# change_payout

change_payout, metal layers overlaid:
Drawn at 4 px/um. Two of the layers only.
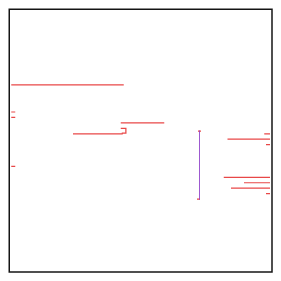
change_payout, clock wires, drivers and flops:
Drawn at 8 px/um.
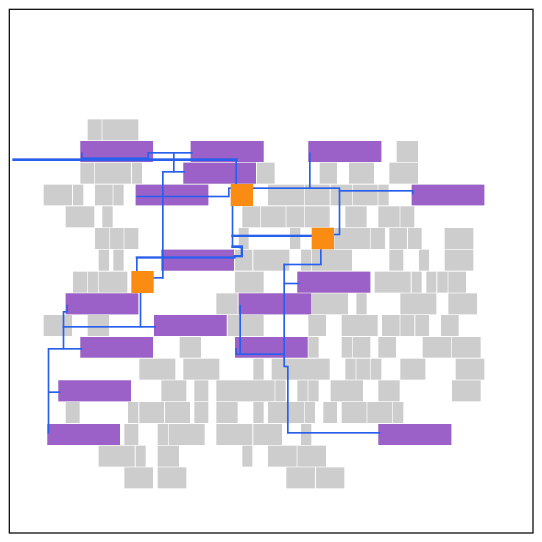
[src/rtl/change_payout.sv]
// ============================================================================
// Module      : change_payout
// Description : Item release and one-coin-at-a-time change payout from a
//               two-tube hopper, with sense handshake, timeout and fault.
// Revision    : 1.0 - initial release
// ============================================================================
`default_nettype none

module change_payout #(
    parameter int PULSE_CYCLES   = 3,
    parameter int TIMEOUT_CYCLES = 8,
    parameter int CW             = 4
) (
    input  logic          clock,
    input  logic          reset,
    input  logic          vend,
    input  logic          change_1,
    input  logic          change_2,
    input  logic          coin_sensed,
    input  logic          clear_fault,
    output logic          coin_eject,
    output logic          coin_type,
    output logic          item_release,
    output logic          busy,
    output logic          fault,
    output logic          h2_empty,
    output logic          overflow,
    output logic [CW-1:0] credit
);

    localparam int TW = $clog2(((PULSE_CYCLES > TIMEOUT_CYCLES) ? PULSE_CYCLES : TIMEOUT_CYCLES) + 1);
    localparam int IW = $clog2(PULSE_CYCLES + 1);

    localparam logic [1:0] S_IDLE  = 2'd0;
    localparam logic [1:0] S_EJECT = 2'd1;
    localparam logic [1:0] S_WAIT  = 2'd2;
    localparam logic [1:0] S_FAULT = 2'd3;

    localparam logic [CW-1:0] CMAX = '1;

    logic [1:0]    state;
    logic [1:0]    next_state;
    logic [TW-1:0] timer;
    logic          sensed;
    logic          timeout;
    logic [1:0]    paid;
    logic [CW+1:0] credit_sum;
    logic [IW-1:0] item_cnt;
    logic          item_pending;

    // State register
    always_ff @(posedge clock or negedge reset) begin
        if (!reset) begin
            state <= S_IDLE;
        end else begin
            state <= next_state;
        end
    end

    // Next-state logic; a sense takes priority over the pulse end or timeout
    always_comb begin
        next_state = state;
        sensed     = 1'b0;
        timeout    = 1'b0;
        case (state)
            S_IDLE: begin
                if (credit != '0) next_state = S_EJECT;
            end
            S_EJECT: begin
                if (coin_sensed) begin
                    next_state = S_IDLE;
                    sensed     = 1'b1;
                end else if (timer == TW'(PULSE_CYCLES - 1)) begin
                    next_state = S_WAIT;
                end
            end
            S_WAIT: begin
                if (coin_sensed) begin
                    next_state = S_IDLE;
                    sensed     = 1'b1;
                end else if (timer == TW'(TIMEOUT_CYCLES - 1)) begin
                    timeout    = 1'b1;
                    next_state = coin_type ? S_IDLE : S_FAULT;
                end
            end
            S_FAULT: begin
                if (clear_fault) next_state = S_IDLE;
            end
            default: next_state = S_IDLE;
        endcase
    end

    // Output logic
    always_comb begin
        coin_eject   = (state == S_EJECT);
        fault        = (state == S_FAULT);
        busy         = (state != S_IDLE) || (credit != '0);
        item_release = (item_cnt != '0);
    end

    assign paid       = sensed ? (coin_type ? 2'd2 : 2'd1) : 2'd0;
    assign credit_sum = {2'b00, credit} + {{(CW+1){1'b0}}, change_1}
                      + {{CW{1'b0}}, change_2, 1'b0} - {{CW{1'b0}}, paid};

    // Timer restarts on every state change and runs only while a coin is out
    always_ff @(posedge clock or negedge reset) begin
        if (!reset) begin
            timer <= '0;
        end else if (state != next_state) begin
            timer <= '0;
        end else if (state == S_EJECT || state == S_WAIT) begin
            timer <= timer + 1'b1;
        end
    end

    always_ff @(posedge clock or negedge reset) begin
        if (!reset) begin
            credit    <= '0;
            overflow  <= 1'b0;
            h2_empty  <= 1'b0;
            coin_type <= 1'b0;
        end else begin
            if (credit_sum > {2'b00, CMAX}) begin
                credit   <= CMAX;
                overflow <= 1'b1;
            end else begin
                credit <= credit_sum[CW-1:0];
            end
            if (state == S_WAIT && timeout && coin_type) begin
                h2_empty <= 1'b1;
            end else if (state == S_FAULT && clear_fault) begin
                h2_empty <= 1'b0;
            end
            if (state == S_IDLE && next_state == S_EJECT) begin
                coin_type <= (credit >= CW'(2)) && !h2_empty;
            end
        end
    end

    // Item pulses: one queued vend is chained directly onto the active pulse
    always_ff @(posedge clock or negedge reset) begin
        if (!reset) begin
            item_cnt     <= '0;
            item_pending <= 1'b0;
        end else if (item_cnt == '0) begin
            if (vend) item_cnt <= IW'(PULSE_CYCLES);
        end else if (item_cnt == IW'(1)) begin
            item_cnt     <= (item_pending || vend) ? IW'(PULSE_CYCLES) : '0;
            item_pending <= 1'b0;
        end else begin
            item_cnt <= item_cnt - 1'b1;
            if (vend) item_pending <= 1'b1;
        end
    end

endmodule

`default_nettype wire
[config.mk]
export PLATFORM = sky130hd
export DESIGN_NAME = change_payout
export DESIGN_NICKNAME = d
export VERILOG_FILES = /design/src/rtl/change_payout.sv
export SDC_FILE = /design/constraint.sdc
export NUM_CORES = 1
export LEC_CHECK = 0
export CORE_MARGIN = 4
export CORE_UTILIZATION = 35
export CTS_CLUSTER_SIZE = 28
export DETAILED_ROUTE_END_ITERATION = 8
export MAX_ROUTING_LAYER = met4
export PLACE_DENSITY = 0.61
export SETUP_SLACK_MARGIN = 0.4
export SKIP_CTS_REPAIR_TIMING = 1
export SKIP_LAST_GASP = 1
export SYNTH_ARGS = -nofsm -noshare
export SYNTH_HDL_FRONTEND = slang
export SYNTH_SLANG_ARGS = --single-unit
[constraint.sdc]
create_clock -name clock -period 5.1 [get_ports clock]
set_input_delay 0.51 -clock clock [delete_from_list [all_inputs] [get_ports clock]]
set_output_delay 0.51 -clock clock [all_outputs]
set_load 0.02 [all_outputs]
==> results.sh <==
# source this file to load flow results
export IMPL_muxShareOfSynthArea_pct=2.72
export IMPL_place_area_um2=1370
export IMPL_critical_path_startpoint_type="flop"
export IMPL_synth_warning_count=0
export IMPL_clk_pin_slew_worst_paths_ps=110
export IMPL_dpl_hpwl_mm=1.97
export IMPL_hold_depth=1
export IMPL_final_layout_top_logic_cell="sky130_fd_sc_hd__inv_1"
export IMPL_synth_cellmix_compoundShare_pct=14.2
export IMPL_top_reg_cell_synth="sky130_fd_sc_hd__dfrtp_1"
export IMPL_synth_cells=123
export IMPL_total_power_uw=721
export IMPL_grt_pass1_wl_mm=4.27
export IMPL_synth_area_top_cells="sky130_fd_sc_hd__dfrtp_1 35%, sky130_fd_sc_hd__ha_1 16%, sky130_fd_sc_hd__inv_1 6.2%"
export IMPL_result_of_the_run="completed"
export IMPL_global_route_usage_total_pct=13.1
export IMPL_critical_path_max_stage_delay_ps=510
export IMPL_fin_area_um2=1410
export IMPL_timing_critical_path_cells="inv_1, ha_1, and3_1, fa_1, inv_1, fa_1, a21oi_1, o21bai_1, xnor2_1, nand3_1"
export IMPL_largest_net_degree_at_the_start_of_global_routing=17
export IMPL_floorplan_io_pins=18
export IMPL_mean_syn_cell_area_um2=9.34
export IMPL_largest_area_cell="sky130_fd_sc_hd__dfrtp_1"
export IMPL_rsz_0062_raised_after_global_routing="no"
export IMPL_die_width_um=65.3
export IMPL_netlist_area_um2=1150
export IMPL_via_count=928
export IMPL_fin_hold_viols=0
export IMPL_period_minus_slack_ps=3170
export IMPL_worst_ep_arrival_time_ps=3320
export IMPL_proportion_of_netlist_area_held_by_the_largest_area_contributor_pct=34.9
export IMPL_maxClockFrequency_mhz=315
export IMPL_finish_cell_count_without_fillers=187
export IMPL_most_repeated_cell_in_the_gate_level_netlist_after_synthesis="sky130_fd_sc_hd__inv_1"
export IMPL_timing_slew_headroom_pct=51.3
export IMPL_fin_util_pct=45.3
export IMPL_routed_wirelength_mm=2.46
export IMPL_cp_end_kind="flop"
export IMPL_gp_congestion=0.855
About 'metal layers overlaid' of change_payout:
| layer | color | wire length |
|---|---|---|
| M4 | purple | 17.0 um |
| M3 | red | 96.3 um |

About 'clock wires, drivers and flops' of change_payout:
[flip-flops] purple | count: 16
[clock wires] blue | length: 242 um
[clock-net drivers] orange | count: 3
routed clock nets: 4

==> final cells by class <==
class / instances / area (um^2) / area share [%]
Clock buffer: 4 / 36.3 / 2.58
Inverter: 19 / 71.3 / 5.07
Multi-Input combinational cell: 87 / 673 / 47.9
Sequential cell: 16 / 400 / 28.5
Tap cell: 44 / 55.1 / 3.91
Timing Repair Buffer: 17 / 170 / 12.1
==> worst register-to-register path: cells and delay by family (launching register included) <==
| family | cells | cell delay (ps) |
|---|---|---|
| xor gates and xnor gates | 1 | 390 |
| buffers and inverters | 2 | 180 |
| and+or+nand+nor | 2 | 360 |
| DFF | 1 | 510 |
| adders and majority gates | 3 | 1320 |
| AOI/OAI and AO/OA | 2 | 270 |
==> layer usage <==
metal	global-route usage (%)	vias to the layer above
met5	-	-
met4	3.11	0
met3	4.27	2
met2	21.5	17
met1	15.6	441
li1	-	468
==> power breakdown <==
group	total [uW]	leakage (uW)	switching (uW)	internal (uW)
combinational	427	0.000418	234	193
sequential	207	0.000186	38.6	169
clock	86.6	0.0000210	43.2	43.5

# sched_16bit

<file path="config.mk">
export PLATFORM = sky130hd
export DESIGN_NAME = sched_16bit
export DESIGN_NICKNAME = d
export VERILOG_FILES = /design/src/rtl/sched_16bit.sv
export SDC_FILE = /design/constraint.sdc
export NUM_CORES = 1
export LEC_CHECK = 0
export CAP_MARGIN = 25
export CORE_MARGIN = 1.5
export CORE_UTILIZATION = 43
export CTS_CLUSTER_SIZE = 28
export DETAILED_ROUTE_END_ITERATION = 10
export GPL_TIMING_DRIVEN = 0
export PLACE_DENSITY = 0.89
export SLEW_MARGIN = 20
export SYNTH_ARGS = -nofsm -noshare
export SYNTH_HDL_FRONTEND = slang
export SYNTH_SLANG_ARGS = --single-unit
</file>
<file path="constraint.sdc">
create_clock -name clk -period 2 [get_ports clk]
set_input_delay 0.6 -clock clk [delete_from_list [all_inputs] [get_ports clk]]
set_output_delay 0.6 -clock clk [all_outputs]
set_load 0.01 [all_outputs]
</file>
<file path="src/rtl/sched_16bit.sv">
// rtl/sched_16bit.sv - digit-serial operand scheduler feeding a 16-bit systolic multiplier array.
// Optional `define SCHED_OP_CNT_EN adds the op_cnt completion counter output.
module sched_16bit #(
  parameter int DIGIT_W = 4,
  parameter int LAT     = 4
) (
  input  logic             clk,
  input  logic             rst,
  input  logic             in_valid,
  output logic             in_ready,
  input  logic [1:16]      a,
  input  logic [1:16]      b,
  output logic [1:16]      arr_a,
  output logic [1:DIGIT_W] arr_b_dig,
  output logic             arr_start,
  output logic             arr_en,
  input  logic [1:16]      arr_res,
  output logic             out_valid,
  input  logic             out_ready,
  output logic [1:16]      out_c,
`ifdef SCHED_OP_CNT_EN
  output logic [1:16]      op_cnt,
`endif
  output logic             busy
);

  localparam int NDIG   = 16 / DIGIT_W;
  localparam int CNT_MX = (NDIG > LAT) ? NDIG : LAT;
  localparam int CW     = $clog2(CNT_MX) + 1;
  localparam logic [CW-1:0] LAST_DIG  = CW'(NDIG - 1);
  localparam logic [CW-1:0] LAST_WAIT = CW'(LAT - 1);

  typedef enum logic [1:0] {
    IDLE = 2'd0,
    FEED = 2'd1,
    WAIT = 2'd2,
    DONE = 2'd3
  } state_t;

  state_t        state, state_nxt;
  logic [CW-1:0] cnt, cnt_nxt;
  logic [1:16]   b_reg;
  logic [15:0]   b_sh;
  logic          accept;
  logic          capture;

  // Shifting the current digit to the top keeps the MSB-first selection independent of range direction.
  always_comb begin
    b_sh = b_reg << (DIGIT_W * cnt);
  end

  always_comb begin
    state_nxt = state;
    cnt_nxt   = cnt;
    in_ready  = 1'b0;
    arr_en    = 1'b0;
    arr_start = 1'b0;
    arr_b_dig = '0;
    accept    = 1'b0;
    capture   = 1'b0;
    case (state)
      IDLE: begin
        in_ready = 1'b1;
        if (in_valid) begin
          accept    = 1'b1;
          cnt_nxt   = '0;
          state_nxt = FEED;
        end
      end
      FEED: begin
        arr_en    = 1'b1;
        arr_start = (cnt == '0);
        arr_b_dig = b_sh[15 -: DIGIT_W];
        if (cnt == LAST_DIG) begin
          cnt_nxt   = '0;
          state_nxt = WAIT;
        end else begin
          cnt_nxt = cnt + 1'b1;
        end
      end
      WAIT: begin
        arr_en = 1'b1;
        if (cnt == LAST_WAIT) begin
          capture   = 1'b1;
          cnt_nxt   = '0;
          state_nxt = DONE;
        end else begin
          cnt_nxt = cnt + 1'b1;
        end
      end
      DONE: begin
        if (out_ready) begin
          state_nxt = IDLE;
        end
      end
      default: begin
        state_nxt = IDLE;
        cnt_nxt   = '0;
      end
    endcase
  end

  assign out_valid = (state == DONE);
  assign busy      = (state != IDLE);

  always_ff @(posedge clk or negedge rst) begin
    if (!rst) begin
      state <= IDLE;
      cnt   <= '0;
    end else begin
      state <= state_nxt;
      cnt   <= cnt_nxt;
    end
  end

  always_ff @(posedge clk or negedge rst) begin
    if (!rst) begin
      arr_a <= '0;
      b_reg <= '0;
    end else if (accept) begin
      arr_a <= a;
      b_reg <= b;
    end
  end

  // out_c keeps the last product after the handshake; only a new capture replaces it.
  always_ff @(posedge clk or negedge rst) begin
    if (!rst) begin
      out_c <= '0;
    end else if (capture) begin
      out_c <= arr_res;
    end
  end

`ifdef SCHED_OP_CNT_EN
  always_ff @(posedge clk or negedge rst) begin
    if (!rst) begin
      op_cnt <= '0;
    end else if (out_valid && out_ready) begin
      op_cnt <= op_cnt + 16'd1;
    end
  end
`endif

endmodule

</file>
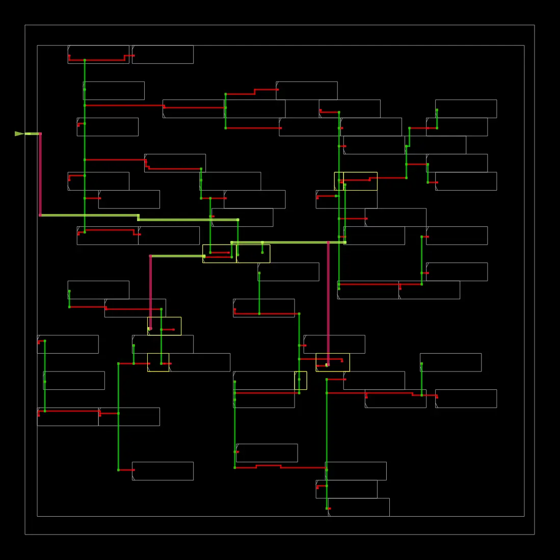
sched_16bit: clock routing
power in the clock group: 593 uW
clock latency on the worst-skew pair: 300 ps
FFs & Latches: 53

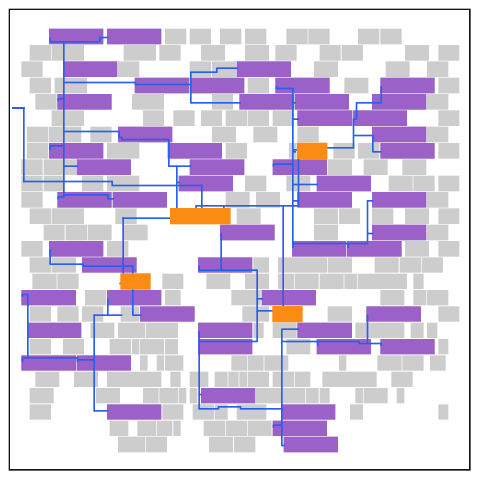
sched_16bit: clock wires, drivers and flops
Drawn at 6 px/um.
[clock wires] blue | length: 553 um
[flip-flops] purple | count: 53
[clock-net drivers] orange | count: 5
routed clock nets: 6
flops lie: spread over the die

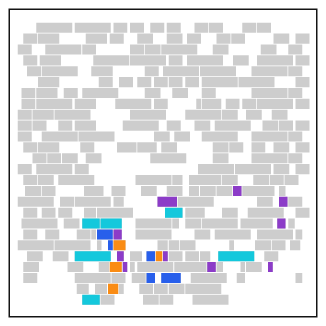
sched_16bit: logic cells by family
Drawn at 4 px/um.
| family | color | cells |
|---|---|---|
| nor cells | purple | 10 |
| nand cells | blue | 5 |
| fa/ha/maj cells | cyan | 6 |
| aoi and oai cells | orange | 4 |

==> results.sh <==
# source this file to load flow results
export IMPL_via_per_inst=4.82
export IMPL_antenna_found_initial=0
export IMPL_die_height_um=76.5
export IMPL_timing_critical_path_cells="buf_6, mux4_2, nor2b_1, buf_2"
export IMPL_clk_pin_slew_worst_paths_ps=100
export IMPL_floorplan_die_area_um2=5850
export IMPL_cp_end_kind="output pin"
export IMPL_violated_checks="setup timing"
export IMPL_via_count=1557
export IMPL_largest_net_degree_at_the_start_of_global_routing=54
export IMPL_report_final_slew_viol_count=0
export IMPL_clock_sinks=53
export IMPL_proportion_of_netlist_area_held_by_the_largest_area_contributor_pct=57.1
export IMPL_power_switching_uw=1640
export IMPL_cts_inserted_buffers=5
export IMPL_result_of_the_run="complete, but fails checks"
export IMPL_synth_cellmix_compoundShare_pct=2.48
export IMPL_power_combinational_fraction_pct=52.6
export IMPL_clock_tree_htree_level_count=2
export IMPL_synth_area_top_cells="sky130_fd_sc_hd__dfrtp_1 57%, sky130_fd_sc_hd__mux2_2 18%, sky130_fd_sc_hd__mux2_4 6.5%"
export IMPL_standard_cell_rows=26
export IMPL_critical_path_peak_fanout=5
export IMPL_timing_final_ws_setup_ps=-180
export IMPL_nWellTaps=70
export IMPL_global_route_usage_total_pct=16.7
export IMPL_largestPowerGroup="combinational cells"
export IMPL_muxShareOfSynthArea_pct=29.2
export IMPL_placement_io_buffers=92
export IMPL_timing_final_setup_violations=5
export IMPL_cp_num_cells=4
export IMPL_critical_path_startpoint_type="flop"
export IMPL_required_ps=1400
==> how the worst max path moves through the flow <==
stage                      endpoint               start
6_report               arr_b_dig[3]  cnt[0]$_DFFE_PN0P_
5_1_grt                arr_b_dig[3]  cnt[0]$_DFFE_PN0P_
4_1_cts                arr_b_dig[3]  cnt[0]$_DFFE_PN0P_
3_5_place_dp           arr_b_dig[2]  cnt[0]$_DFFE_PN0P_
3_3_place_gp   out_c[6]$_DFFE_PN0P_                 rst
2_1_floorplan          arr_b_dig[1]  cnt[0]$_DFFE_PN0P_
==> metal layers <==
metal | wire (um) | up-vias | global-route usage, % | share of wire (%)
met5 | 0 | - | 0 | 0
met4 | 41 | 0 | 4.44 | 0.86
met3 | 370 | 6 | 5.15 | 7.8
met2 | 2330 | 69 | 28.8 | 49
met1 | 2010 | 751 | 20.3 | 42
li1 | - | 731 | - | -
==> synthesized netlist by cell type, drive strengths merged <==
cell type / count
nand2b: 2
ha: 6
nand2: 3
inv: 7
a32o: 2
dfrtp: 53
mux2: 49
o221ai: 2
mux4: 4
o21ai: 1
nor2: 3
buf: 5
nor3: 1
and2b: 1
o21a: 1
nor2b: 6
o31ai: 1

# hir_arith_pipe_flat

hir_arith_pipe_flat, logic cells by family:
Drawn at 1.5 px/um.
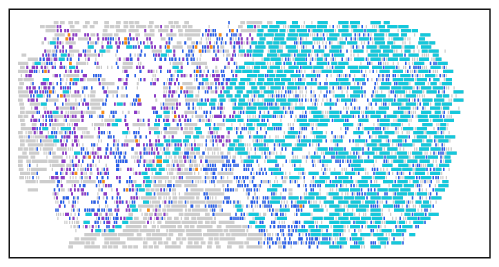
$ cat src/rtl/hir_arith_pipe_if.sv
// rtl/hir_arith_pipe_if.sv - issue/result bundle for the HIR arithmetic pipe
interface hir_arith_pipe_if #(
  parameter int WIDTH = 32
);
  logic             tstart;
  logic [1:0]       op;
  logic             acc_clr;
  logic [WIDTH-1:0] in1;
  logic [WIDTH-1:0] in2;
  logic [WIDTH-1:0] out;
  logic             tdone;
  logic [WIDTH-1:0] acc;

  // Scheduler side: issues ops, observes results
  modport master (
    output tstart, op, acc_clr, in1, in2,
    input  out, tdone, acc
  );

  // Arithmetic unit side
  modport slave (
    input  tstart, op, acc_clr, in1, in2,
    output out, tdone, acc
  );
endinterface

$ cat src/rtl/hir_arith_pipe.sv
// rtl/hir_arith_pipe.sv - fixed-latency ADD/SUB/MUL/MAC unit with valid-token pipeline
module hir_arith_pipe #(
  parameter int WIDTH   = 32,
  parameter int LATENCY = 2
) (
  input logic             clk,
  input logic             rst,
  hir_arith_pipe_if.slave bus
);

  localparam logic [1:0] OP_ADD = 2'b00;
  localparam logic [1:0] OP_SUB = 2'b01;
  localparam logic [1:0] OP_MUL = 2'b10;
  localparam logic [1:0] OP_MAC = 2'b11;

  // Operands as seen by the final (result-producing) stage
  logic             fin_valid;
  logic [1:0]       fin_op;
  logic             fin_clr;
  logic [WIDTH-1:0] fin_a;
  logic [WIDTH-1:0] fin_b;

  generate
    if (LATENCY == 1) begin : g_direct
      // Single-cycle latency: the output registers load straight from the issue inputs
      assign fin_valid = bus.tstart;
      assign fin_op    = bus.op;
      assign fin_clr   = bus.acc_clr;
      assign fin_a     = bus.in1;
      assign fin_b     = bus.in2;
    end else begin : g_stages
      // LATENCY-1 carry stages ahead of the output registers
      localparam int NS = LATENCY - 1;

      logic [NS-1:0]    valid_q;
      logic [1:0]       op_q  [NS];
      logic             clr_q [NS];
      logic [WIDTH-1:0] a_q   [NS];
      logic [WIDTH-1:0] b_q   [NS];

      // Valid token shift chain; reset drops every op in flight
      always_ff @(posedge clk) begin
        if (rst) begin
          valid_q <= '0;
        end else begin
          valid_q[0] <= bus.tstart;
          for (int k = 1; k < NS; k++) begin
            valid_q[k] <= valid_q[k-1];
          end
        end
      end

      // Operand carry: stage 1 samples only on issue, later stages shift unconditionally
      always_ff @(posedge clk) begin
        if (bus.tstart) begin
          op_q[0]  <= bus.op;
          clr_q[0] <= bus.acc_clr;
          a_q[0]   <= bus.in1;
          b_q[0]   <= bus.in2;
        end
        for (int k = 1; k < NS; k++) begin
          op_q[k]  <= op_q[k-1];
          clr_q[k] <= clr_q[k-1];
          a_q[k]   <= a_q[k-1];
          b_q[k]   <= b_q[k-1];
        end
      end

      assign fin_valid = valid_q[NS-1];
      assign fin_op    = op_q[NS-1];
      assign fin_clr   = clr_q[NS-1];
      assign fin_a     = a_q[NS-1];
      assign fin_b     = b_q[NS-1];
    end
  endgenerate

  logic [WIDTH-1:0] out_q, out_d;
  logic [WIDTH-1:0] acc_q, acc_d;
  logic             tdone_q;
  logic [WIDTH-1:0] prod;

  // Final-stage arithmetic; MAC resolves here so back-to-back MACs see each other in order
  always_comb begin
    prod  = fin_a * fin_b;
    out_d = out_q;
    acc_d = acc_q;
    if (fin_valid) begin
      case (fin_op)
        OP_ADD:  out_d = fin_a + fin_b;
        OP_SUB:  out_d = fin_a - fin_b;
        OP_MUL:  out_d = prod;
        OP_MAC: begin
          out_d = fin_clr ? prod : (acc_q + prod);
          acc_d = out_d;
        end
        default: out_d = out_q;
      endcase
    end
  end

  // Result, accumulator and completion strobe registers
  always_ff @(posedge clk) begin
    if (rst) begin
      out_q   <= '0;
      acc_q   <= '0;
      tdone_q <= 1'b0;
    end else begin
      out_q   <= out_d;
      acc_q   <= acc_d;
      tdone_q <= fin_valid;
    end
  end

  assign bus.out   = out_q;
  assign bus.acc   = acc_q;
  assign bus.tdone = tdone_q;

endmodule

$ cat src/flat_wrapper.sv
// flat-port wrapper written by rule: the top's interface ports become plain ports
module hir_arith_pipe_flat 
#(
  parameter int WIDTH   = 32,
  parameter int LATENCY = 2
)
  (clk, rst, bus_tstart, bus_op, bus_acc_clr, bus_in1, bus_in2, bus_out, bus_tdone, bus_acc);
  hir_arith_pipe_if #(.WIDTH(WIDTH)) bus_i ();
  input logic clk;
  input logic rst;
  input wire logic [$bits(bus_i.tstart)-1:0] bus_tstart;
  input wire logic [$bits(bus_i.op)-1:0] bus_op;
  input wire logic [$bits(bus_i.acc_clr)-1:0] bus_acc_clr;
  input wire logic [$bits(bus_i.in1)-1:0] bus_in1;
  input wire logic [$bits(bus_i.in2)-1:0] bus_in2;
  output wire logic [$bits(bus_i.out)-1:0] bus_out;
  output wire logic [$bits(bus_i.tdone)-1:0] bus_tdone;
  output wire logic [$bits(bus_i.acc)-1:0] bus_acc;
  assign bus_i.tstart = bus_tstart;
  assign bus_i.op = bus_op;
  assign bus_i.acc_clr = bus_acc_clr;
  assign bus_i.in1 = bus_in1;
  assign bus_i.in2 = bus_in2;
  assign bus_out = bus_i.out;
  assign bus_tdone = bus_i.tdone;
  assign bus_acc = bus_i.acc;
  hir_arith_pipe #(.WIDTH(WIDTH), .LATENCY(LATENCY)) u_core (.clk(clk), .rst(rst), .bus(bus_i));
endmodule
$ cat config.mk
export PLATFORM = sky130hd
export DESIGN_NAME = hir_arith_pipe_flat
export DESIGN_NICKNAME = d
export VERILOG_FILES = /design/src/rtl/hir_arith_pipe_if.sv /design/src/rtl/hir_arith_pipe.sv /design/src/flat_wrapper.sv
export SDC_FILE = /design/constraint.sdc
export NUM_CORES = 2
export LEC_CHECK = 0
export ABC_AREA = 1
export CORE_ASPECT_RATIO = 0.5
export CORE_MARGIN = 5
export CORE_UTILIZATION = 55
export CTS_CLUSTER_DIAMETER = 30
export DETAILED_ROUTE_END_ITERATION = 6
export GPL_TIMING_DRIVEN = 0
export HOLD_SLACK_MARGIN = 0.05
export PLACE_DENSITY = 0.84
export SYNTH_ARGS = -nofsm -noshare
export SYNTH_HDL_FRONTEND = slang
export SYNTH_SLANG_ARGS = --single-unit
export TNS_END_PERCENT = 20
$ cat constraint.sdc
create_clock -name clk -period 11.1 [get_ports clk]
set_input_delay 2.775 -clock clk [delete_from_list [all_inputs] [get_ports clk]]
set_output_delay 2.775 -clock clk [all_outputs]
set_load 0.01 [all_outputs]
==> results.sh <==
# source this file to load flow results
export IMPL_result_of_the_run="complete, but fails checks"
export IMPL_violated_checks="DRC"
export IMPL_die_width_um=320
export IMPL_wl_per_cell_um=21.7
export IMPL_final_clkbuf_count=17
export IMPL_via_count=25079
export IMPL_via_per_inst=5.69
export IMPL_num_multi_input_gates=2405
export IMPL_drt_initial_drc_count=3471
export IMPL_period_minus_slack_ps=10340
export IMPL_worst_ep_arrival_time_ps=10710
export IMPL_gp_congestion=1.04
export IMPL_mean_syn_cell_area_um2=7.32
export IMPL_fillers=4192
export IMPL_largest_area_cell="sky130_fd_sc_hd__fa_1"
export IMPL_clk_latency_ps=440
export IMPL_muxShareOfSynthArea_pct=0
export IMPL_placeableCoreArea_um2=47100
export IMPL_largest_net_degree_at_the_start_of_global_routing=69
export IMPL_required_ps=11460
export IMPL_fin_nets=4423
export IMPL_post_synth_xor_area_fraction_pct=2.12
export IMPL_drc_errors=2
export IMPL_floorplan_io_pins=135
export IMPL_tritoncts="done"
export IMPL_area_sequential_um2=3330
## Picture notes: 'logic cells by family' of hir_arith_pipe_flat
| family | color | cells |
|---|---|---|
| aoi and oai cells | purple | 384 |
| fa/ha/maj cells | cyan | 599 |
| and/or cells | orange | 29 |
| nand cells | blue | 1,150 |

-- how the worst max path moves through the flow --
stage	startpoint	to	slack, ps	cells past startpoint
global route	u_core.g_stages.b_q[0][3]$_DFFE_PP_	u_core.bus.out[31]$_SDFFE_PP0P_	440	36
detailed placement	u_core.g_stages.b_q[0][3]$_DFFE_PP_	u_core.bus.out[31]$_SDFFE_PP0P_	1230	36
floorplan	u_core.g_stages.b_q[0][3]$_DFFE_PP_	u_core.bus.acc[31]$_SDFFE_PP0P_	3070	36
CTS	u_core.g_stages.b_q[0][3]$_DFFE_PP_	u_core.bus.out[31]$_SDFFE_PP0P_	1120	36
global placement	u_core.g_stages.b_q[0][3]$_DFFE_PP_	u_core.bus.out[31]$_SDFFE_PP0P_	1290	35
finish	u_core.g_stages.b_q[0][3]$_DFFE_PP_	u_core.bus.out[31]$_SDFFE_PP0P_	760	36


## Gallery

I/O pins on the die edge.
(a)
Drawn at 1.5 px/um. Pins as bars across the die edge, other pins in gray.
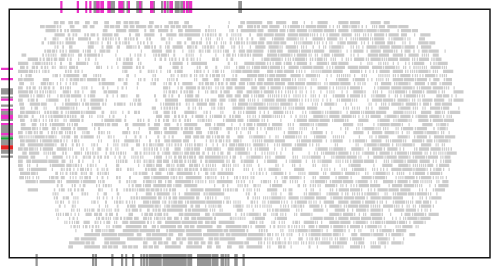
(b)
Drawn at 4 px/um. Pins as bars across the die edge, other pins in gray.
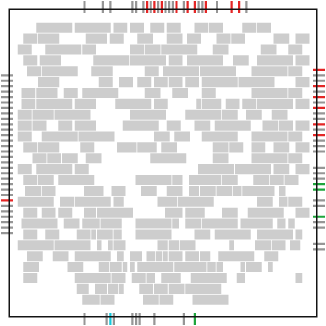
(c)
Drawn at 6 px/um. Pins as bars across the die edge, other pins in gray.
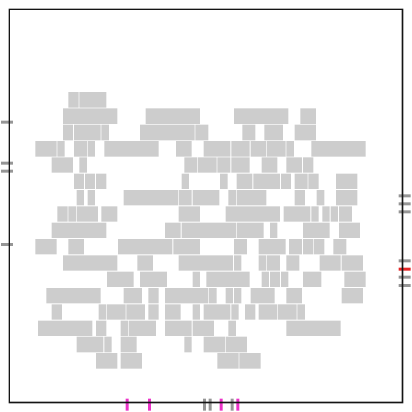
(c) -> change_payout
(b) -> sched_16bit
(a) -> hir_arith_pipe_flat
The one with the smallest die is (c).

Key to (b):
| port | color | pins | direction | edge |
|---|---|---|---|---|
| arr_b_dig | green | 4 | output | 3 right, 1 bottom |
| a | red | 16 | input | 9 top, 6 right, 1 left |
| out_valid | cyan | 1 | output | bottom |
all pins by edge: 30 left, 28 right, 25 top, 10 bottom

Power and IR drop assume default switching activity.
